=== block 1 ===
Figure 1. Met3 routing (block 1).
Scale: 1.5 px per um. Cells faint in the background.
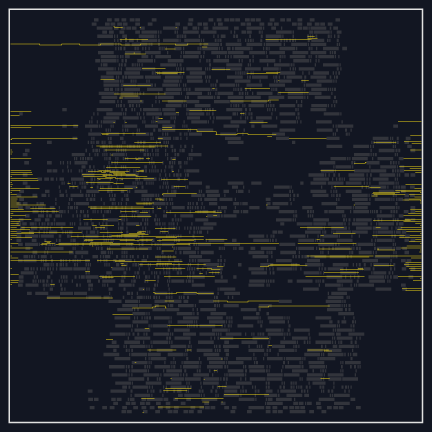

===== config.mk =====
export PLATFORM = sky130hd
export DESIGN_NAME = inst_fetch_ctrl
export DESIGN_NICKNAME = d
export VERILOG_FILES = /design/src/rtl/inst_fetch_ctrl_pkg.sv /design/src/rtl/inst_fetch_ctrl_fetch_fifo.sv /design/src/rtl/inst_fetch_ctrl.sv
export SDC_FILE = /design/constraint.sdc
export NUM_CORES = 1
export LEC_CHECK = 0
export ABC_AREA = 1
export CAP_MARGIN = 5
export CORE_MARGIN = 4
export CORE_UTILIZATION = 32
export DETAILED_ROUTE_END_ITERATION = 10
export SLEW_MARGIN = 15
export SYNTH_ARGS = -nofsm -noshare
export SYNTH_HDL_FRONTEND = slang
export SYNTH_HIERARCHICAL = 1
export SYNTH_SLANG_ARGS = --single-unit

===== constraint.sdc =====
create_clock -name clk -period 6.8 [get_ports clk]
set_input_delay 1.36 -clock clk [delete_from_list [all_inputs] [get_ports clk]]
set_output_delay 1.36 -clock clk [all_outputs]
set_load 0.02 [all_outputs]

===== src/rtl/inst_fetch_ctrl_pkg.sv =====
// Shared types for the instruction fetch sequencer: bus/instruction types,
// FSM states and the prefetch FIFO payload.
package inst_fetch_ctrl_pkg;

   localparam int unsigned XLEN       = 64;
   localparam int unsigned ILEN       = 32;
   localparam int unsigned INST_BYTES = 4;

   typedef logic [XLEN-1:0] dataBus_t;

   typedef struct packed {
      logic [6:0] funct7;
      logic [4:0] rs2;
      logic [4:0] rs1;
      logic [2:0] funct3;
      logic [4:0] rd;
      logic [6:0] opcode;
   } r_type_t;

   typedef union packed {
      logic [ILEN-1:0] raw;
      r_type_t         r;
   } instruction_u;

   typedef enum logic [1:0] {
      S_BOOT,
      S_FETCH,
      S_WAIT,
      S_FAULT
   } fetch_state_e;

   typedef struct packed {
      dataBus_t     pc;
      instruction_u instr;
   } fetch_entry_t;

   // Sequential fetch step; wraps silently at the top of the address space.
   function automatic dataBus_t next_pc(input dataBus_t pc);
      return pc + dataBus_t'(INST_BYTES);
   endfunction

   function automatic logic is_misaligned(input dataBus_t pc);
      return pc[1:0] != 2'b00;
   endfunction

endpackage


===== src/rtl/inst_fetch_ctrl_fetch_fifo.sv =====
// Prefetch FIFO of {pc, instruction} entries with synchronous flush.
// Head reads as all-zero while empty.
module inst_fetch_ctrl_fetch_fifo
   import inst_fetch_ctrl_pkg::*;
#(
   parameter int unsigned DEPTH = 4
) (
   input  logic         clk,
   input  logic         rst_n,
   input  logic         flush_i,
   input  logic         push_i,
   input  logic         pop_i,
   input  fetch_entry_t wr_data_i,
   output logic         full_o,
   output logic         empty_o,
   output fetch_entry_t head_o
);

   localparam int unsigned PTR_W = (DEPTH > 1) ? $clog2(DEPTH) : 1;
   localparam int unsigned CNT_W = $clog2(DEPTH + 1);

   fetch_entry_t     mem_q [DEPTH];
   logic [PTR_W-1:0] wr_ptr_q, wr_ptr_d;
   logic [PTR_W-1:0] rd_ptr_q, rd_ptr_d;
   logic [CNT_W-1:0] count_q, count_d;

   assign full_o  = (count_q == CNT_W'(DEPTH));
   assign empty_o = (count_q == '0);
   assign head_o  = empty_o ? '0 : mem_q[rd_ptr_q];

   // Flush wins over any same-cycle push or pop.
   always_comb begin
      wr_ptr_d = wr_ptr_q;
      rd_ptr_d = rd_ptr_q;
      count_d  = count_q;
      if (flush_i) begin
         wr_ptr_d = '0;
         rd_ptr_d = '0;
         count_d  = '0;
      end else begin
         if (push_i) wr_ptr_d = wr_ptr_q + PTR_W'(1);
         if (pop_i)  rd_ptr_d = rd_ptr_q + PTR_W'(1);
         if (push_i && !pop_i)      count_d = count_q + CNT_W'(1);
         else if (pop_i && !push_i) count_d = count_q - CNT_W'(1);
      end
   end

   always_ff @(posedge clk or negedge rst_n) begin
      if (!rst_n) begin
         wr_ptr_q <= '0;
         rd_ptr_q <= '0;
         count_q  <= '0;
      end else begin
         wr_ptr_q <= wr_ptr_d;
         rd_ptr_q <= rd_ptr_d;
         count_q  <= count_d;
      end
   end

   always_ff @(posedge clk) begin
      if (push_i && !flush_i) mem_q[wr_ptr_q] <= wr_data_i;
   end

endmodule


===== src/rtl/inst_fetch_ctrl.sv =====
// Fetch sequencer: drives the instruction memory, handles redirects, memory
// waits with timeout and sticky faults, and feeds decode through a prefetch FIFO.
module inst_fetch_ctrl
   import inst_fetch_ctrl_pkg::*;
#(
   parameter dataBus_t    RESET_PC     = '0,
   parameter int unsigned FIFO_DEPTH   = 4,
   parameter int unsigned WAIT_TIMEOUT = 15
) (
   input  logic         clk,
   input  logic         clk_en,
   input  logic         rst_n,
   input  logic         redirect,
   input  dataBus_t     redirect_pc,
   output logic         mem_rd_en,
   output dataBus_t     mem_addr,
   input  instruction_u mem_instruction,
   input  logic         mem_ready,
   output logic         if_valid,
   input  logic         if_ready,
   output dataBus_t     if_pc,
   output instruction_u if_instruction,
   output logic         fetch_fault
);

   localparam int unsigned CNT_W = 8;

   fetch_state_e     state_q, state_d;
   dataBus_t         fetch_pc_q, fetch_pc_d;
   logic [CNT_W-1:0] wait_cnt_q, wait_cnt_d;

   logic         fifo_full, fifo_empty;
   logic         push, pop, flush, can_push;
   fetch_entry_t wr_entry, head;

   assign pop      = clk_en & !fifo_empty & if_ready;
   assign can_push = !fifo_full | pop;
   assign flush    = clk_en & redirect & (state_q != S_BOOT);
   assign wr_entry = '{pc: fetch_pc_q, instr: mem_instruction};

   assign mem_addr       = fetch_pc_q;
   assign if_valid       = !fifo_empty;
   assign if_pc          = head.pc;
   assign if_instruction = head.instr;
   assign fetch_fault    = (state_q == S_FAULT);

   // Next-state, fetch address, wait counter and memory strobe.
   always_comb begin
      state_d    = state_q;
      fetch_pc_d = fetch_pc_q;
      wait_cnt_d = wait_cnt_q;
      mem_rd_en  = 1'b0;
      push       = 1'b0;
      if (clk_en) begin
         if (flush) begin
            fetch_pc_d = redirect_pc;
            wait_cnt_d = '0;
            state_d    = is_misaligned(redirect_pc) ? S_FAULT : S_FETCH;
         end else begin
            case (state_q)
               S_BOOT: state_d = S_FETCH;
               S_FETCH: begin
                  mem_rd_en = can_push;
                  if (can_push && mem_ready) begin
                     push       = 1'b1;
                     fetch_pc_d = next_pc(fetch_pc_q);
                  end else if (can_push) begin
                     wait_cnt_d = CNT_W'(1);
                     state_d    = (WAIT_TIMEOUT <= 1) ? S_FAULT : S_WAIT;
                  end
               end
               S_WAIT: begin
                  // Entry into the wait state guarantees a free FIFO slot.
                  mem_rd_en = 1'b1;
                  if (mem_ready) begin
                     push       = 1'b1;
                     fetch_pc_d = next_pc(fetch_pc_q);
                     wait_cnt_d = '0;
                     state_d    = S_FETCH;
                  end else begin
                     wait_cnt_d = wait_cnt_q + CNT_W'(1);
                     if (wait_cnt_d == CNT_W'(WAIT_TIMEOUT)) state_d = S_FAULT;
                  end
               end
               S_FAULT: state_d = S_FAULT;
               default: state_d = S_BOOT;
            endcase
         end
      end
   end

   always_ff @(posedge clk or negedge rst_n) begin
      if (!rst_n) begin
         state_q    <= S_BOOT;
         fetch_pc_q <= RESET_PC;
         wait_cnt_q <= '0;
      end else if (clk_en) begin
         state_q    <= state_d;
         fetch_pc_q <= fetch_pc_d;
         wait_cnt_q <= wait_cnt_d;
      end
   end

   inst_fetch_ctrl_fetch_fifo #(
      .DEPTH (FIFO_DEPTH)
   ) u_fetch_fifo (
      .clk       (clk),
      .rst_n     (rst_n),
      .flush_i   (flush),
      .push_i    (push),
      .pop_i     (pop),
      .wr_data_i (wr_entry),
      .full_o    (fifo_full),
      .empty_o   (fifo_empty),
      .head_o    (head)
   );

endmodule

=== block 2 ===
--- src/rtl/rst_tag_ctrl.sv ---
//==============================================================================
// Module      : rst_tag_ctrl
// Description : ROB tag allocator and register-status-table write/clear driver.
// Revision    : 1.0 - initial release
//==============================================================================
`default_nettype none

module rst_tag_ctrl #(
    parameter int TAG_W = 5,
    parameter int REG_W = 5
) (
    input  logic             clock,
    input  logic             reset,
    input  logic             disp_req,
    input  logic             disp_wr,
    input  logic [REG_W-1:0] disp_rd,
    output logic             disp_gnt,
    output logic [TAG_W-1:0] disp_tag,
    input  logic             cmt_valid,
    input  logic             flush,
    output logic [REG_W-1:0] Waddr_rst,
    output logic [TAG_W-1:0] Wdata_rst,
    output logic             Wen_rst,
    output logic [TAG_W-1:0] RB_tag_rst,
    output logic             RB_valid_rst,
    output logic             rst_clear,
    output logic [TAG_W:0]   count,
    output logic             full,
    output logic             empty,
    output logic             cmt_err
);

    localparam int           DEPTH       = 1 << TAG_W;
    localparam logic [TAG_W:0] C_DEPTH_CNT = (TAG_W + 1)'(DEPTH);

    logic [TAG_W-1:0] r_head;
    logic [TAG_W-1:0] r_tail;
    logic [DEPTH-1:0] r_wr_flag;

    logic             w_grant;
    logic             w_commit;
    logic [TAG_W:0]   w_count_nxt;

    // Grant and commit both see the registered full/empty of this cycle, so a
    // retirement cannot make room for a dispatch in the same cycle.
    assign w_grant  = disp_req & ~full & ~flush;
    assign w_commit = cmt_valid & ~empty & ~flush;
    assign disp_gnt = w_grant;
    assign disp_tag = r_tail;

    always_comb begin
        w_count_nxt = count;
        if (flush)
            w_count_nxt = '0;
        else if (w_grant && !w_commit)
            w_count_nxt = count + 1'b1;
        else if (w_commit && !w_grant)
            w_count_nxt = count - 1'b1;
    end

    always_ff @(posedge clock or negedge reset) begin
        if (!reset) begin
            r_head       <= '0;
            r_tail       <= '0;
            r_wr_flag    <= '0;
            count        <= '0;
            full         <= 1'b0;
            empty        <= 1'b1;
            cmt_err      <= 1'b0;
            Waddr_rst    <= '0;
            Wdata_rst    <= '0;
            Wen_rst      <= 1'b0;
            RB_tag_rst   <= '0;
            RB_valid_rst <= 1'b0;
            rst_clear    <= 1'b0;
        end else begin
            count     <= w_count_nxt;
            full      <= (w_count_nxt == C_DEPTH_CNT);
            empty     <= (w_count_nxt == '0);
            rst_clear <= flush;
            Wen_rst      <= w_grant & disp_wr;
            RB_valid_rst <= w_commit & r_wr_flag[r_head];

            if (cmt_valid && empty)
                cmt_err <= 1'b1;

            if (flush) begin
                r_head    <= '0;
                r_tail    <= '0;
                r_wr_flag <= '0;
            end else begin
                if (w_grant) begin
                    r_tail            <= r_tail + TAG_W'(1);
                    r_wr_flag[r_tail] <= disp_wr;
                    if (disp_wr) begin
                        Waddr_rst <= disp_rd;
                        Wdata_rst <= r_tail;
                    end
                end
                if (w_commit) begin
                    r_head <= r_head + TAG_W'(1);
                    if (r_wr_flag[r_head])
                        RB_tag_rst <= r_head;
                end
            end
        end
    end

endmodule

`default_nettype wire

--- config.mk ---
export PLATFORM = sky130hd
export DESIGN_NAME = rst_tag_ctrl
export DESIGN_NICKNAME = d
export VERILOG_FILES = /design/src/rtl/rst_tag_ctrl.sv
export SDC_FILE = /design/constraint.sdc
export NUM_CORES = 1
export LEC_CHECK = 0
export CORE_ASPECT_RATIO = 2
export CORE_MARGIN = 2
export CORE_UTILIZATION = 50
export CTS_CLUSTER_SIZE = 20
export DETAILED_ROUTE_END_ITERATION = 12
export PLACE_DENSITY = 0.84
export SETUP_SLACK_MARGIN = 0.15
export SLEW_MARGIN = 20
export SYNTH_ARGS = -nofsm -noshare
export SYNTH_HDL_FRONTEND = slang
export SYNTH_SLANG_ARGS = --single-unit
--- constraint.sdc ---
create_clock -name clock -period 3 [get_ports clock]
set_input_delay 0.45 -clock clock [delete_from_list [all_inputs] [get_ports clock]]
set_output_delay 0.45 -clock clock [all_outputs]
set_load 0.005 [all_outputs]
=== block 3 ===
--- config.mk ---
export PLATFORM = sky130hd
export DESIGN_NAME = uart_tx_framer_flat
export DESIGN_NICKNAME = d
export VERILOG_FILES = /design/src/rtl/uart_tx_framer_pkg.sv /design/src/rtl/uart_tx_framer_if.sv /design/src/rtl/uart_tx_framer_baud_gen.sv /design/src/rtl/uart_tx_framer.sv /design/src/flat_wrapper.sv
export SDC_FILE = /design/constraint.sdc
export NUM_CORES = 1
export LEC_CHECK = 0
export CAP_MARGIN = 40
export CORE_ASPECT_RATIO = 0.7
export CORE_MARGIN = 1.5
export CORE_UTILIZATION = 32
export DETAILED_ROUTE_END_ITERATION = 16
export DONT_BUFFER_PORTS = 1
export PLACE_DENSITY_LB_ADDON = 0.12
export SKIP_CTS_REPAIR_TIMING = 1
export SLEW_MARGIN = 10
export SYNTH_ARGS = -nofsm -noshare
export SYNTH_HDL_FRONTEND = slang
export SYNTH_SLANG_ARGS = --single-unit
--- constraint.sdc ---
create_clock -name clk -period 3.65 [get_ports clk]
set_clock_uncertainty 0.15 [all_clocks]
set_input_delay 0.73 -clock clk [delete_from_list [all_inputs] [get_ports clk]]
set_output_delay 0.73 -clock clk [all_outputs]
set_load 0.01 [all_outputs]
--- src/rtl/uart_tx_framer_pkg.sv ---
// Shared types and constants for the UART transmit framer and its baud generator.
package uart_tx_framer_pkg;

    localparam int unsigned DEFAULT_CLKS_PER_BIT = 868;

    typedef enum logic [2:0] {
        ST_IDLE   = 3'd0,
        ST_START  = 3'd1,
        ST_DATA   = 3'd2,
        ST_PARITY = 3'd3,
        ST_STOP   = 3'd4
    } tx_state_e;

    // Counter width able to hold 0..n-1, never narrower than one bit.
    function automatic int unsigned cnt_width(input int unsigned n);
        return (n < 2) ? 1 : $clog2(n);
    endfunction

endpackage

--- src/rtl/uart_tx_framer_if.sv ---
// Parallel-side request/status bundle plus the serial line of the UART transmitter.
interface uart_tx_framer_if #(
    parameter int unsigned DATA_BITS = 8
);
    logic [DATA_BITS-1:0] tx_data;
    logic                 tx_start;
    logic                 tx_busy;
    logic                 tx_done;
    logic                 tx_serial;

    modport master (
        output tx_data, tx_start,
        input  tx_busy, tx_done, tx_serial
    );

    modport slave (
        input  tx_data, tx_start,
        output tx_busy, tx_done, tx_serial
    );
endinterface

--- src/rtl/uart_tx_framer_baud_gen.sv ---
// Bit-period counter: counts 0..CLKS_PER_BIT-1 while enabled, ticks on terminal count.
module uart_tx_framer_baud_gen
    import uart_tx_framer_pkg::*;
#(
    parameter int unsigned CLKS_PER_BIT = DEFAULT_CLKS_PER_BIT
) (
    input  logic clk,
    input  logic rst,
    input  logic clr,
    input  logic en,
    output logic tick_c
);
    localparam int unsigned CNT_W = cnt_width(CLKS_PER_BIT);

    logic [CNT_W-1:0] cnt_q;

    assign tick_c = en && (cnt_q == CNT_W'(CLKS_PER_BIT - 1));

    always_ff @(posedge clk) begin
        if (rst || clr) begin
            cnt_q <= '0;
        end else if (tick_c) begin
            cnt_q <= '0;
        end else if (en) begin
            cnt_q <= cnt_q + CNT_W'(1);
        end
    end
endmodule

--- src/rtl/uart_tx_framer.sv ---
// UART transmitter: frames one parallel word per request as start, LSB-first data,
// optional parity and stop bit(s), with every line level driven from a flop.
module uart_tx_framer
    import uart_tx_framer_pkg::*;
#(
    parameter int unsigned CLKS_PER_BIT = DEFAULT_CLKS_PER_BIT,
    parameter int unsigned DATA_BITS    = 8,
    parameter int unsigned PARITY_EN    = 1,
    parameter int unsigned PARITY_ODD   = 0,
    parameter int unsigned STOP_BITS    = 1
) (
    input  logic clk,
    input  logic rst,
    uart_tx_framer_if.slave bus
);
    localparam int unsigned IDX_W = cnt_width(DATA_BITS);

    tx_state_e            state_q, state_d;
    logic [DATA_BITS-1:0] shift_q, shift_d;
    logic                 par_q, par_d;
    logic [IDX_W-1:0]     bit_idx_q, bit_idx_d;
    logic                 stop_idx_q, stop_idx_d;
    logic                 serial_q, serial_d;
    logic                 busy_q, busy_d;
    logic                 done_q, done_d;
    logic                 tick_c;

    uart_tx_framer_baud_gen #(
        .CLKS_PER_BIT(CLKS_PER_BIT)
    ) u_baud (
        .clk    (clk),
        .rst    (rst),
        .clr    (state_q == ST_IDLE),
        .en     (state_q != ST_IDLE),
        .tick_c (tick_c)
    );

    always_ff @(posedge clk) begin
        if (rst) begin
            state_q    <= ST_IDLE;
            shift_q    <= '0;
            par_q      <= 1'b0;
            bit_idx_q  <= '0;
            stop_idx_q <= 1'b0;
            serial_q   <= 1'b1;
            busy_q     <= 1'b0;
            done_q     <= 1'b0;
        end else begin
            state_q    <= state_d;
            shift_q    <= shift_d;
            par_q      <= par_d;
            bit_idx_q  <= bit_idx_d;
            stop_idx_q <= stop_idx_d;
            serial_q   <= serial_d;
            busy_q     <= busy_d;
            done_q     <= done_d;
        end
    end

    // Next state; line level and status are decoded from the next state so they
    // land in flops aligned with the state they describe.
    always_comb begin
        state_d    = state_q;
        shift_d    = shift_q;
        par_d      = par_q;
        bit_idx_d  = bit_idx_q;
        stop_idx_d = stop_idx_q;
        done_d     = 1'b0;
        serial_d   = 1'b1;

        unique case (state_q)
            ST_IDLE: begin
                if (bus.tx_start) begin
                    shift_d    = bus.tx_data;
                    par_d      = (PARITY_ODD != 0) ? ~^bus.tx_data : ^bus.tx_data;
                    bit_idx_d  = '0;
                    stop_idx_d = 1'b0;
                    state_d    = ST_START;
                end
            end
            ST_START: begin
                if (tick_c) state_d = ST_DATA;
            end
            ST_DATA: begin
                if (tick_c) begin
                    shift_d = shift_q >> 1;
                    if (bit_idx_q == IDX_W'(DATA_BITS - 1)) begin
                        state_d = (PARITY_EN != 0) ? ST_PARITY : ST_STOP;
                    end else begin
                        bit_idx_d = bit_idx_q + IDX_W'(1);
                    end
                end
            end
            ST_PARITY: begin
                if (tick_c) state_d = ST_STOP;
            end
            ST_STOP: begin
                if (tick_c) begin
                    if (stop_idx_q == 1'(STOP_BITS - 1)) begin
                        state_d = ST_IDLE;
                        done_d  = 1'b1;
                    end else begin
                        stop_idx_d = 1'b1;
                    end
                end
            end
            default: state_d = ST_IDLE;
        endcase

        case (state_d)
            ST_START:  serial_d = 1'b0;
            ST_DATA:   serial_d = shift_d[0];
            ST_PARITY: serial_d = par_d;
            default:   serial_d = 1'b1;
        endcase

        busy_d = (state_d != ST_IDLE);
    end

    assign bus.tx_serial = serial_q;
    assign bus.tx_busy   = busy_q;
    assign bus.tx_done   = done_q;
endmodule

--- src/flat_wrapper.sv ---
// flat-port wrapper written by rule: the top's interface ports become plain ports
module uart_tx_framer_flat import uart_tx_framer_pkg::*;
#(
    parameter int unsigned CLKS_PER_BIT = DEFAULT_CLKS_PER_BIT,
    parameter int unsigned DATA_BITS    = 8,
    parameter int unsigned PARITY_EN    = 1,
    parameter int unsigned PARITY_ODD   = 0,
    parameter int unsigned STOP_BITS    = 1
)
  (clk, rst, bus_tx_data, bus_tx_start, bus_tx_busy, bus_tx_done, bus_tx_serial);
  uart_tx_framer_if #(.DATA_BITS(DATA_BITS)) bus_i ();
  input  logic clk;
  input  logic rst;
  input wire logic [$bits(bus_i.tx_data)-1:0] bus_tx_data;
  input wire logic [$bits(bus_i.tx_start)-1:0] bus_tx_start;
  output wire logic [$bits(bus_i.tx_busy)-1:0] bus_tx_busy;
  output wire logic [$bits(bus_i.tx_done)-1:0] bus_tx_done;
  output wire logic [$bits(bus_i.tx_serial)-1:0] bus_tx_serial;
  assign bus_i.tx_data = bus_tx_data;
  assign bus_i.tx_start = bus_tx_start;
  assign bus_tx_busy = bus_i.tx_busy;
  assign bus_tx_done = bus_i.tx_done;
  assign bus_tx_serial = bus_i.tx_serial;
  uart_tx_framer #(.CLKS_PER_BIT(CLKS_PER_BIT), .DATA_BITS(DATA_BITS), .PARITY_EN(PARITY_EN), .PARITY_ODD(PARITY_ODD), .STOP_BITS(STOP_BITS)) u_core (.clk(clk), .rst(rst), .bus(bus_i));
endmodule
=== block 4 ===
## config.mk

```make
export PLATFORM = sky130hd
export DESIGN_NAME = mc_mul_flat
export DESIGN_NICKNAME = d
export VERILOG_FILES = /design/src/rtl/mc_mul_if.sv /design/src/rtl/mc_mul.sv /design/src/flat_wrapper.sv
export SDC_FILE = /design/constraint.sdc
export NUM_CORES = 1
export LEC_CHECK = 0
export ABC_AREA = 1
export CAP_MARGIN = 5
export CORE_AREA = 2 2 224 226
export DETAILED_ROUTE_END_ITERATION = 8
export DIE_AREA = 0 0 226 228
export PLACE_DENSITY = 0.72
export SYNTH_ARGS = -nofsm -noshare
export SYNTH_HDL_FRONTEND = slang
export SYNTH_SLANG_ARGS = --single-unit
```

## constraint.sdc

```tcl
create_clock -name CLK -period 2.7 [get_ports CLK]
set_input_delay 0.54 -clock CLK [delete_from_list [all_inputs] [get_ports CLK]]
set_output_delay 0.54 -clock CLK [all_outputs]
set_load 0.02 [all_outputs]
```

## src/rtl/mc_mul_if.sv

```systemverilog
// Request/response bundle for the multicycle multiplier: operands and GO in,
// BUSY/W_RESULT handshake and the HI/LO result register out.
interface mc_mul_if #(
  parameter int W = 32
);
  logic           GO;
  logic           SIGNED;
  logic           ACC;
  logic [W-1:0]   A;
  logic [W-1:0]   B;
  logic [2*W-1:0] ACC_IN;
  logic           BUSY;
  logic           W_RESULT;
  logic [W-1:0]   HI;
  logic [W-1:0]   LO;

  modport master (
    output GO, SIGNED, ACC, A, B, ACC_IN,
    input  BUSY, W_RESULT, HI, LO
  );

  modport slave (
    input  GO, SIGNED, ACC, A, B, ACC_IN,
    output BUSY, W_RESULT, HI, LO
  );
endinterface

```

## src/rtl/mc_mul.sv

```systemverilog
// Radix-2 shift-and-add multiplier: W iterations plus one sign/accumulate fix-up
// cycle, with the GO/BUSY/W_RESULT handshake shared with the iterative divider.
module mc_mul #(
  parameter int W = 32
) (
  input  logic     CLK,
  input  logic     RESET,
  mc_mul_if.slave  bus
);

  localparam int CW = $clog2(W) + 1;

  typedef enum logic [1:0] {
    IDLE = 2'd0,
    RUN  = 2'd1,
    FIX  = 2'd2
  } state_t;

  state_t         state_reg, state_next;
  logic [CW-1:0]  cnt_reg, cnt_next;
  logic [W-1:0]   mcand_reg, mcand_next;
  logic [2*W-1:0] p_reg, p_next;
  logic           neg_reg, neg_next;
  logic           acc_reg, acc_next;
  logic [2*W-1:0] acc_in_reg, acc_in_next;
  logic [W-1:0]   hi_reg, hi_next;
  logic [W-1:0]   lo_reg, lo_next;
  logic           w_result_reg, w_result_next;

  logic [W-1:0]   mag_a;
  logic [W-1:0]   mag_b;
  logic [W-1:0]   addend;
  logic [W:0]     sum;
  logic [2*W-1:0] signed_p;
  logic [2*W-1:0] result;

  // Magnitudes are W-bit unsigned, so the most negative value maps to 2^(W-1)
  // without overflow; unsigned operands pass through untouched.
  assign mag_a = (bus.SIGNED && bus.A[W-1]) ? (-bus.A) : bus.A;
  assign mag_b = (bus.SIGNED && bus.B[W-1]) ? (-bus.B) : bus.B;

  generate
    for (genvar gi = 0; gi < W; gi++) begin : g_addend
      assign addend[gi] = p_reg[0] & mcand_reg[gi];
    end
  endgenerate

  assign sum      = {1'b0, p_reg[2*W-1:W]} + {1'b0, addend};
  assign signed_p = neg_reg ? (-p_reg) : p_reg;
  assign result   = signed_p + (acc_reg ? acc_in_reg : {(2*W){1'b0}});

  always_comb begin
    state_next    = state_reg;
    cnt_next      = cnt_reg;
    mcand_next    = mcand_reg;
    p_next        = p_reg;
    neg_next      = neg_reg;
    acc_next      = acc_reg;
    acc_in_next   = acc_in_reg;
    hi_next       = hi_reg;
    lo_next       = lo_reg;
    w_result_next = 1'b0;

    case (state_reg)
      IDLE: begin
        if (bus.GO) begin
          mcand_next  = mag_a;
          p_next      = {{W{1'b0}}, mag_b};
          neg_next    = bus.SIGNED & (bus.A[W-1] ^ bus.B[W-1]);
          acc_next    = bus.ACC;
          acc_in_next = bus.ACC_IN;
          cnt_next    = '0;
          state_next  = RUN;
        end
      end
      RUN: begin
        // Partial product shifts right; the carry out of the add enters at the top.
        p_next   = {sum, p_reg[W-1:1]};
        cnt_next = cnt_reg + CW'(1);
        if (cnt_reg == CW'(W - 1)) begin
          state_next = FIX;
        end
      end
      FIX: begin
        {hi_next, lo_next} = result;
        w_result_next      = 1'b1;
        state_next         = IDLE;
      end
      default: begin
        state_next = IDLE;
      end
    endcase
  end

  always_ff @(posedge CLK) begin
    if (RESET) begin
      state_reg    <= IDLE;
      cnt_reg      <= '0;
      mcand_reg    <= '0;
      p_reg        <= '0;
      neg_reg      <= 1'b0;
      acc_reg      <= 1'b0;
      acc_in_reg   <= '0;
      hi_reg       <= '0;
      lo_reg       <= '0;
      w_result_reg <= 1'b0;
    end else begin
      state_reg    <= state_next;
      cnt_reg      <= cnt_next;
      mcand_reg    <= mcand_next;
      p_reg        <= p_next;
      neg_reg      <= neg_next;
      acc_reg      <= acc_next;
      acc_in_reg   <= acc_in_next;
      hi_reg       <= hi_next;
      lo_reg       <= lo_next;
      w_result_reg <= w_result_next;
    end
  end

  assign bus.BUSY     = (state_reg == RUN) || (state_reg == FIX);
  assign bus.W_RESULT = w_result_reg;
  assign bus.HI       = hi_reg;
  assign bus.LO       = lo_reg;

endmodule

```

## src/flat_wrapper.sv

```systemverilog
// flat-port wrapper written by rule: the top's interface ports become plain ports
module mc_mul_flat 
#(
  parameter int W = 32
)
  (CLK, RESET, bus_GO, bus_SIGNED, bus_ACC, bus_A, bus_B, bus_ACC_IN, bus_BUSY, bus_W_RESULT, bus_HI, bus_LO);
  mc_mul_if #(.W(W)) bus_i ();
  input  logic CLK;
  input  logic RESET;
  input wire logic [$bits(bus_i.GO)-1:0] bus_GO;
  input wire logic [$bits(bus_i.SIGNED)-1:0] bus_SIGNED;
  input wire logic [$bits(bus_i.ACC)-1:0] bus_ACC;
  input wire logic [$bits(bus_i.A)-1:0] bus_A;
  input wire logic [$bits(bus_i.B)-1:0] bus_B;
  input wire logic [$bits(bus_i.ACC_IN)-1:0] bus_ACC_IN;
  output wire logic [$bits(bus_i.BUSY)-1:0] bus_BUSY;
  output wire logic [$bits(bus_i.W_RESULT)-1:0] bus_W_RESULT;
  output wire logic [$bits(bus_i.HI)-1:0] bus_HI;
  output wire logic [$bits(bus_i.LO)-1:0] bus_LO;
  assign bus_i.GO = bus_GO;
  assign bus_i.SIGNED = bus_SIGNED;
  assign bus_i.ACC = bus_ACC;
  assign bus_i.A = bus_A;
  assign bus_i.B = bus_B;
  assign bus_i.ACC_IN = bus_ACC_IN;
  assign bus_BUSY = bus_i.BUSY;
  assign bus_W_RESULT = bus_i.W_RESULT;
  assign bus_HI = bus_i.HI;
  assign bus_LO = bus_i.LO;
  mc_mul #(.W(W)) u_core (.CLK(CLK), .RESET(RESET), .bus(bus_i));
endmodule
```


==> screenshots <==
Signal metal coverage by tile.
picture 1
Scale: 4 px per um. 16 x 12 tiles, from dark purple (low) to yellow (high), scaled to the fullest tile. Values are wire area over tile area, all layers added.
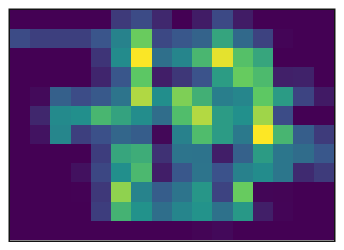
picture 2
Scale: 1.5 px per um. 27 x 27 tiles, from dark purple (low) to yellow (high), scaled to the fullest tile. Values are wire area over tile area, all layers added.
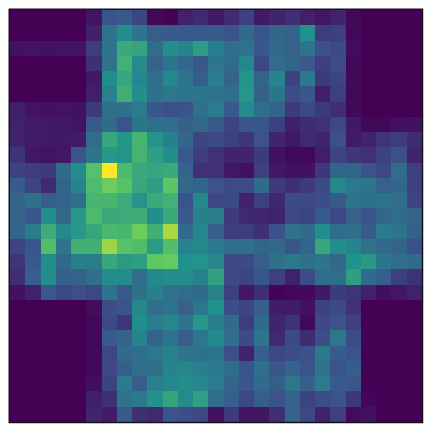
picture 3
Scale: 1.5 px per um. 23 x 23 tiles, from dark purple (low) to yellow (high), scaled to the fullest tile. Values are wire area over tile area, all layers added.
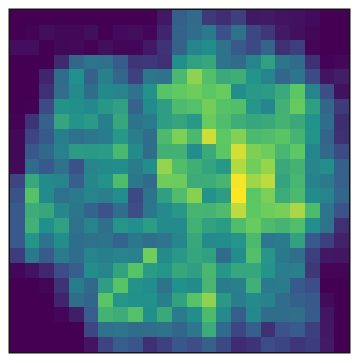
picture 4
Scale: 4 px per um. 13 x 25 tiles, from dark purple (low) to yellow (high), scaled to the fullest tile. Values are wire area over tile area, all layers added.
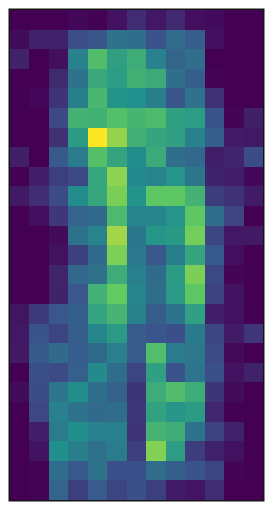
Block 4 is picture 3.
Block 2 is picture 4.
Block 1 is picture 2.
Block 3 is picture 1.

Key to picture 3:
The fullest tile reaches 0.71. The mean over all tiles is 0.27. 32% of the tiles are over half the peak.

Figure 2. Clock wiring as the flow saved it (block 3).
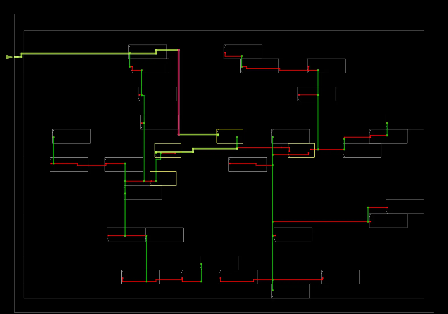
Clock Sinks: 28
Clk. pwr: 0.000190 W
worst-skew pair later-pin latency: 0.27 ns

Figure 3. Placement by cell class (block 3).
Scale: 6 px per um.
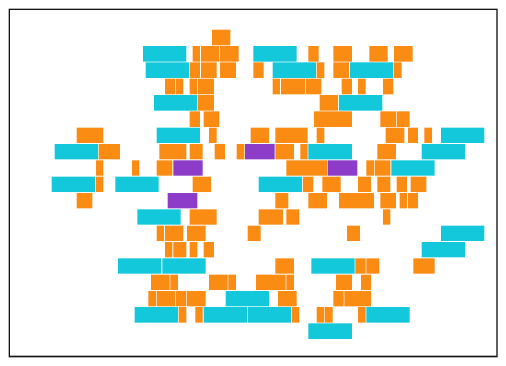
Cyan is flip-flops, cells 28, share of their area 41%. Purple is clock drivers and dummy loads, cells 4, share of their area 4.1%. Orange is all other logic, cells 107, share of their area 54%.

==> run summary, block 3 <==
outcome - completed
total power - 0.000569 W
Top cells excl fill/tap - dfxtp_1 (28), nor2_1 (18), a21oi_1 (11)
ys flop type - dfxtp_1
PD cells - 402 nW/um2
Log Warnings - 26
Complex Gates by Area - 15.7%
Diodes inserted - 0
largest family of logic cells by area - simple AND/OR/NAND/NOR gates
Worst setup EP type - flop
gp weighted congestion - 0.759
ys async rst share - 0%
die area - 4670 um2
Clock transition at path regs - 0.10 ns
top flop regs - u_core.u_baud.cnt_q: 10 flops, u_core.shift_q: 8 flops
Syn Area/Cell - 9.47 um2
Chip Width - 81.0 um
VDD IR max - 0.000188 V
post-synth cell types - 37
H-tree levels - 1
largest net degree at the start of global routing - 22
Inst Count DP - 187
first-pass GRT wire length - 4420 um
Synth Instances - 144
CTS buffer count - 3
==> block 3: logic make-up (layout without fill, tap and decap cells) <==
family                     Yosys count  in the layout
and+or+nand+nor                     54             54
muxes                                1              1
buffers and inverters               12              7
adders and majority gates            3              3
DFF                                 28             28
xor gates and xnor gates            16             16
AOI/OAI and AO/OA                   30             30
==> block 3: area by class of cell <==
cell class / instances / area (um2) / share of cell area, %
sequential: 28 / 561 / 39.6
inverter: 3 / 11.3 / 0.795
multi-input combinational: 104 / 724 / 51.1
tap: 52 / 65.1 / 4.59
clock buffer: 4 / 55.1 / 3.89
==> block 3: worst paths after layout <==
check | start | endpoint | slack [ns] | cells after the start
setup reg to reg | u_core.state_q[1] | u_core.bus.tx_serial | 1.52 | 5
hold reg to reg | u_core.shift_q[5] | u_core.shift_q[5] | 0.30 | 2
hold / removal | u_core.shift_q[5] | u_core.shift_q[5] | 0.30 | 2
setup / recovery | u_core.state_q[1] | u_core.bus.tx_serial | 1.52 | 5
==> block 3: per-layer routing <==
layer,routed length [um],up-vias,global-route usage (%),share of wire [%]
li1,-,501,-,-
met1,1340,438,17.2,54
met2,1040,10,18.3,42
met3,102,2,4.57,4.1
met4,16,0,2.22,0.64
met5,0,-,0,0
Figure 4. Clock wiring as the flow saved it (block 1).
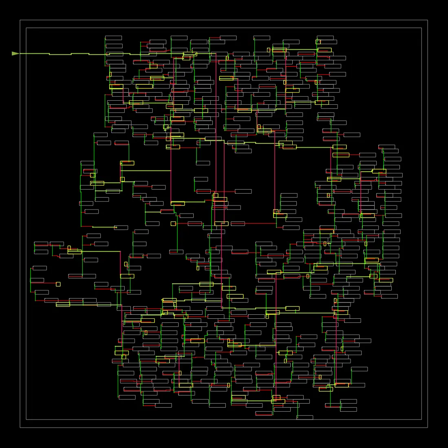
# clk buffers: 69
skew final: 0.0164 ns
Clock Sinks: 465

Figure 5. Placement by cell class (block 1).
Scale: 1.5 px per um.
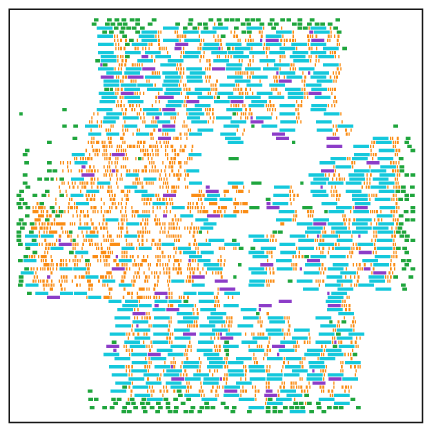
Green is other buffers and delay cells, cells 287, share of their area 11%. Purple is clock drivers and dummy loads, cells 95, share of their area 6.3%. Orange is all other logic, cells 2009, share of their area 32%. Cyan is flip-flops, cells 465, share of their area 51%.

## Picture notes: Figure 1
The longest straight run is 89.2 um. The layer holds 6.6% of the routed length. 237 nets have wire on it.

==> run summary, block 1 <==
cts hold-fix bufs - 0
WL final - 67800 um
sequential share of power - 37.2%
n_taps - 940
Area Overhead vs Synth - 23.1%
slack of the critical path - 1.68 ns
# setup viols final - 0
vias - 17510
delay-heaviest family, CP - buffers and inverters
fp_density - 32.4%
logic area - 6860 um2
number of fill cells in the layout - 6913
CP startpoint - u_fetch_fifo/rd_ptr_q[0]
Iteration-0 DRC Markers - 1354
Psw - 0.00473 W
final tally of hold violations - 0
RSZ-0062 raised after global routing - no
area reported by Yosys stat - 22700 um2
clock-cell share of area - 6.03%
Critical Path AT - 3.76 ns
Clock Power Share - 24.0%
total power - 0.0116 W
ys flop type - edfxtp_1
DP Area - 26300 um2
ys async rst share - 17.4%
Log Warnings - 37
flip-flops with a built-in enable - 384
max_cap viols - 0
ys flops - 465
CTS Buffer Depth - 3
num rows - 97
CTS tree - yes
largest family of logic cells by area - simple AND/OR/NAND/NOR gates
R2R cell count - 10
final worst path period need - 5.12 ns
worst-skew pair later-pin latency - 0.59 ns
Rel. slew slack - 33.8%
Combinational Gates - 1526
fraction of area in multi-input gates - 24.5%
DR DRC count - 0
outcome - completed
first-pass GRT wire length - 101000 um
worst reg2reg setup slack - 3.38 ns
cell internal pwr - 0.00691 W
final core occ - 39.8%
Diodes inserted - 2
worst r2r src - u_fetch_fifo/count_q[2]
Yosys warning count - 6
Cell Count, Final, Fillers Out - 3798
leakage power - 11.8 nW
block 1: flip-flops by register name, summed over array words and instances (netlist names):
name,flops
u_fetch_fifo/mem_q,384
mem_addr,64
wait_cnt_q,8
u_fetch_fifo/count_q,3
state_q,2
u_fetch_fifo/rd_ptr_q,2
u_fetch_fifo/wr_ptr_q,2
block 1: per-layer routing:
layer / routed length (um) / part of all wire [%]
met1: 29700 / 44
met2: 31900 / 47
met3: 4460 / 6.6
met4: 1700 / 2.5
met5: 13 / 0.019
block 1: cells in the mapped netlist (6+ instances only):
library cell / number / share of area, %
dfrtp_1: 81 / 8.9
nand2_1: 743 / 12
a21oi_1: 112 / 2.5
buf_2: 50 / 1.1
buf_4: 12 / 0.40
inv_1: 476 / 7.9
o21ai_0: 56 / 1.2
and2_1: 8 / 0.22
nor3_1: 13 / 0.29
nor2_1: 197 / 3.3
inv_2: 6 / 0.099
o21ai_1: 9 / 0.20
buf_6: 6 / 0.30
nor2_2: 8 / 0.22
nand3b_1: 12 / 0.40
edfxtp_1: 384 / 51
nand4_1: 29 / 0.80
nor2_4: 6 / 0.30
ha_1: 12 / 0.66
clkbuf_1: 33 / 0.54
nand3_1: 287 / 6.3
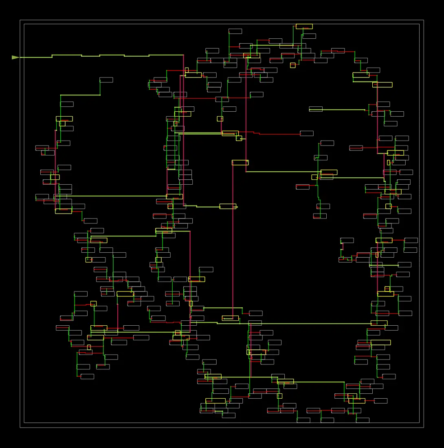
Figure 6: block 4, clock wiring as the flow saved it.
flop count: 235
skew final: 0.0195 ns
worst-skew pair later-pin latency: 0.59 ns

Figure 7. Placement by cell class (block 4).
Scale: 2 px per um.
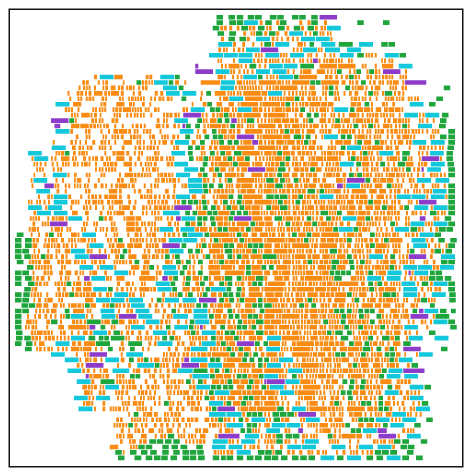
Green is other buffers and delay cells, cells 635, share of their area 18%. Cyan is flip-flops, cells 235, share of their area 16%. Orange is all other logic, cells 3484, share of their area 63%. Purple is clock drivers and dummy loads, cells 54, share of their area 3.3%.

==> run summary, block 4 <==
outcome - finished, violations left
violations in the final reports - setup timing
Chip Width - 226 um
CTS buffer count - 29
crit path max fanout - 4
num rows - 82
largest family of logic cells by area - simple AND/OR/NAND/NOR gates
area reported by Yosys stat - 21400 um2
Max-area cell share - 22.0%
core area - 49300 um2
post-synthesis sequential area ratio - 22.0%
WS Path Type - reg2reg
RSZ-0062 raised after global routing - yes
post-synth top area cell - dfxtp_1
Routed Antenna Nets - 0
# setup viols final - 51
cts hold-fix bufs - 0
Diodes inserted - 0
ys flop type - dfxtp_1
fp_density - 43.3%
Yosys warning count - 0
crit-path max cell delay - 0.37 ns
total power - 0.0123 W
initial antenna violation count - 2
flip-flops with a built-in enable - 0
layout cells sized above 1 - 26.3%
simple share - 40.1%
global route overflow - 0
most frequent logic cell in the layout - nand2_1
DR vias/cell - 5.19
slack of the critical path - -0.567 ns
Clock transition at path regs - 0.06 ns
crit start category - flop
R2R cell count - 28
-- block 4: cell usage after synthesis (all sizes together) (2+ instances only) --
master  count
o31ai       5
dfxtp     235
o21ai     224
nor2      593
nor3       43
a21oi     220
o221ai      5
nand2    1168
xnor2      15
a31oi       9
a211oi      2
inv       676
nor3b       2
clkinv      7
fa          2
o211ai     16
o21bai      7
nor4        9
ha        110
nand3     207
o21a        5
xor2       99
nand3b     12
o22ai       2
or2        12
nand4      28
buf        31
clkbuf     73
o41ai       2
-- block 4: layer usage --
metal / routed length [um] / GRT usage, % / share of wire [%] / up-vias
li1: - / - / - / 12915
met1: 33100 / 36.8 / 40 / 12039
met2: 38100 / 49.5 / 46 / 1134
met3: 6050 / 3.39 / 7.4 / 301
met4: 4790 / 14.8 / 5.8 / 0
met5: 0 / 0 / 0 / -
-- block 4: power by group --
part	internal, W	total [W]	switching, W
registers	0.00366	0.00380	0.000147
clock network	0.00234	0.00404	0.00170
logic	0.00194	0.00445	0.00251
total	0.00794	0.0123	0.00436
-- block 4: layout make-up --
type,count,area share [%]
clock inverters,20,0.701
clock buffers,34,2.46
repair buffers,635,17.7
flip-flops and latches,235,15.3
well taps,672,2.71
inverters,683,8.36
multi-input cells,2801,52.8
Figure 8. Cell sizes after repair (block 2).
Scale: 3 px per um.
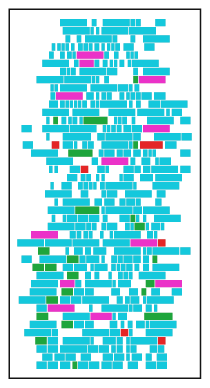
Magenta is drive 6 and up, cells 12. Cyan is drive 1 or less, cells 355. Red is drive 3 to 4, cells 6. Green is drive 2, cells 23.
Non-clk bufs: 49
post-layout instance area: 4270 um2
Area Overhead vs Synth: 21.5%
slack of the critical path: 0.611 ns

Figure 9. Clock wiring as the flow saved it (block 2).
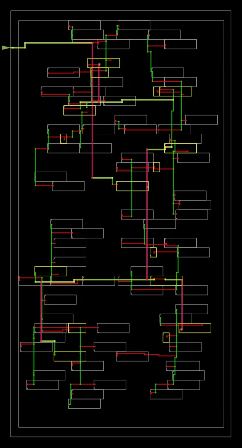
# clk buffers: 11
flop count: 69
CTS buffer count: 9
skew final: 0.00229 ns
worst-skew pair later-pin latency: 0.33 ns

==> run summary, block 2 <==
outcome - completed
H-tree levels - 3
ys flops - 69
Inst Count DP - 470
fraction of area in registers - 40.5%
vias in the first global route - 2834
area reported by Yosys stat - 3510 um2
Worst-Margin Slew - 0.727 ns
Rel. slew slack - 51.5%
first-pass GRT wire length - 13400 um
Reg area - 1730 um2
die area - 7750 um2
Logic pwr share - 14.2%
vias - 2796
most frequent logic cell in the layout - dfrtp_1
WL final - 8090 um
num rows - 43
Psw - 0.000591 W
Routed Antenna Nets - 0
WS Path Type - in2out
Max Freq - 419 MHz
Clock Power Share - 41.5%
post-synthesis sequential area ratio - 49.2%
final core occ - 62.0%
top post-synthesis cells by count - dfrtp_1 (68), nor2_1 (50), nand2_1 (35)
Setup TNS Final - 0 ns
Yosys warning count - 0
Worst setup EP type - output pin
DR WL/cell - 16.7 um
Die H - 123 um
CP Data Required Time - 2.55 ns
top flop regs - r_wr_flag: 32 flops, count: 6 flops
Syn Area/Cell - 9.89 um2
logic area - 1650 um2
Hold/Removal Path Class - in2async
crit start category - input pin
Cell Count, Final, Fillers Out - 486
# setup viols final - 0
gp weighted congestion - 0.844
core area - 6890 um2
Tot GR Track Use - 22.8%
Slew Limit Fails - 0
fp_density - 51.0%
CTS resizes - 0
global route overflow - 0
block 2: worst max-delay path: stages:
cell             delay [ns]
clkdlybuf4s50_1        0.50
nor3b_1                0.40
clkdlybuf4s50_1        0.59
block 2: power groups by stage:
stage	clock network (W)	logic, W	registers, W
5_1_grt	0.00102	0.000362	0.00104
4_1_cts	0.000980	0.000333	0.00103
6_report	0.000968	0.000332	0.00103
3_5_place_dp	0	0.000332	0.00105
3_3_place_gp	0	0.000322	0.00104
2_1_floorplan	0	0.000184	0.00103
block 2: layer usage:
metal	wire length, um	global-route usage [%]	vias up	part of all wire (%)
li1	-	-	1297	-
met1	2970	24.0	1386	37
met2	4460	39.6	86	55
met3	311	5.32	27	3.8
met4	353	15.9	0	4.4
met5	0	0	-	0
block 2: worst paths after layout:
check | start | slack (ns) | to
max in group asynchronous | reset | 2.18 | r_wr_flag[20]
min reg2reg | cmt_err | 0.45 | cmt_err
max | disp_req | 0.61 | disp_gnt
min in group clock | flush | 0.40 | rst_clear
max reg2reg | r_head[0] | 0.80 | RB_tag_rst[0]
min | reset | 0.18 | Wen_rst


## Gallery

Met3 routing.
Plate I
Scale: 4 px per um. Cells faint in the background.
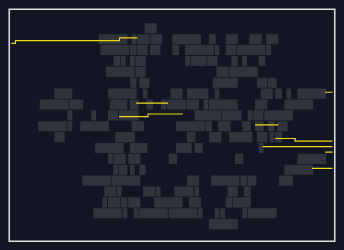
Plate II
Scale: 1.5 px per um. Cells faint in the background.
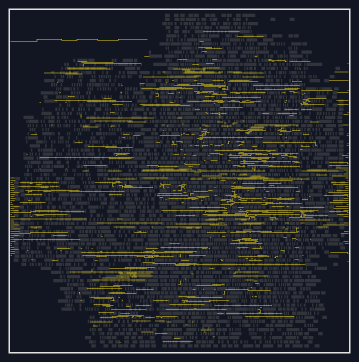
Plate III
Scale: 4 px per um. Cells faint in the background.
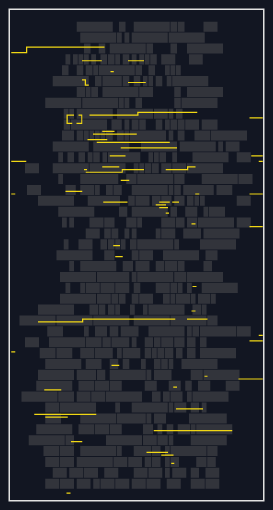
The one with the smallest die is Plate I.
The one with the largest die is Plate II.
- Plate II = block 4
- Plate I = block 3
- Plate III = block 2

Key to Plate II:
499 nets have wire on it. The layer carries 6050 um of wire.

Power is estimated from default activity; no workload was simulated.
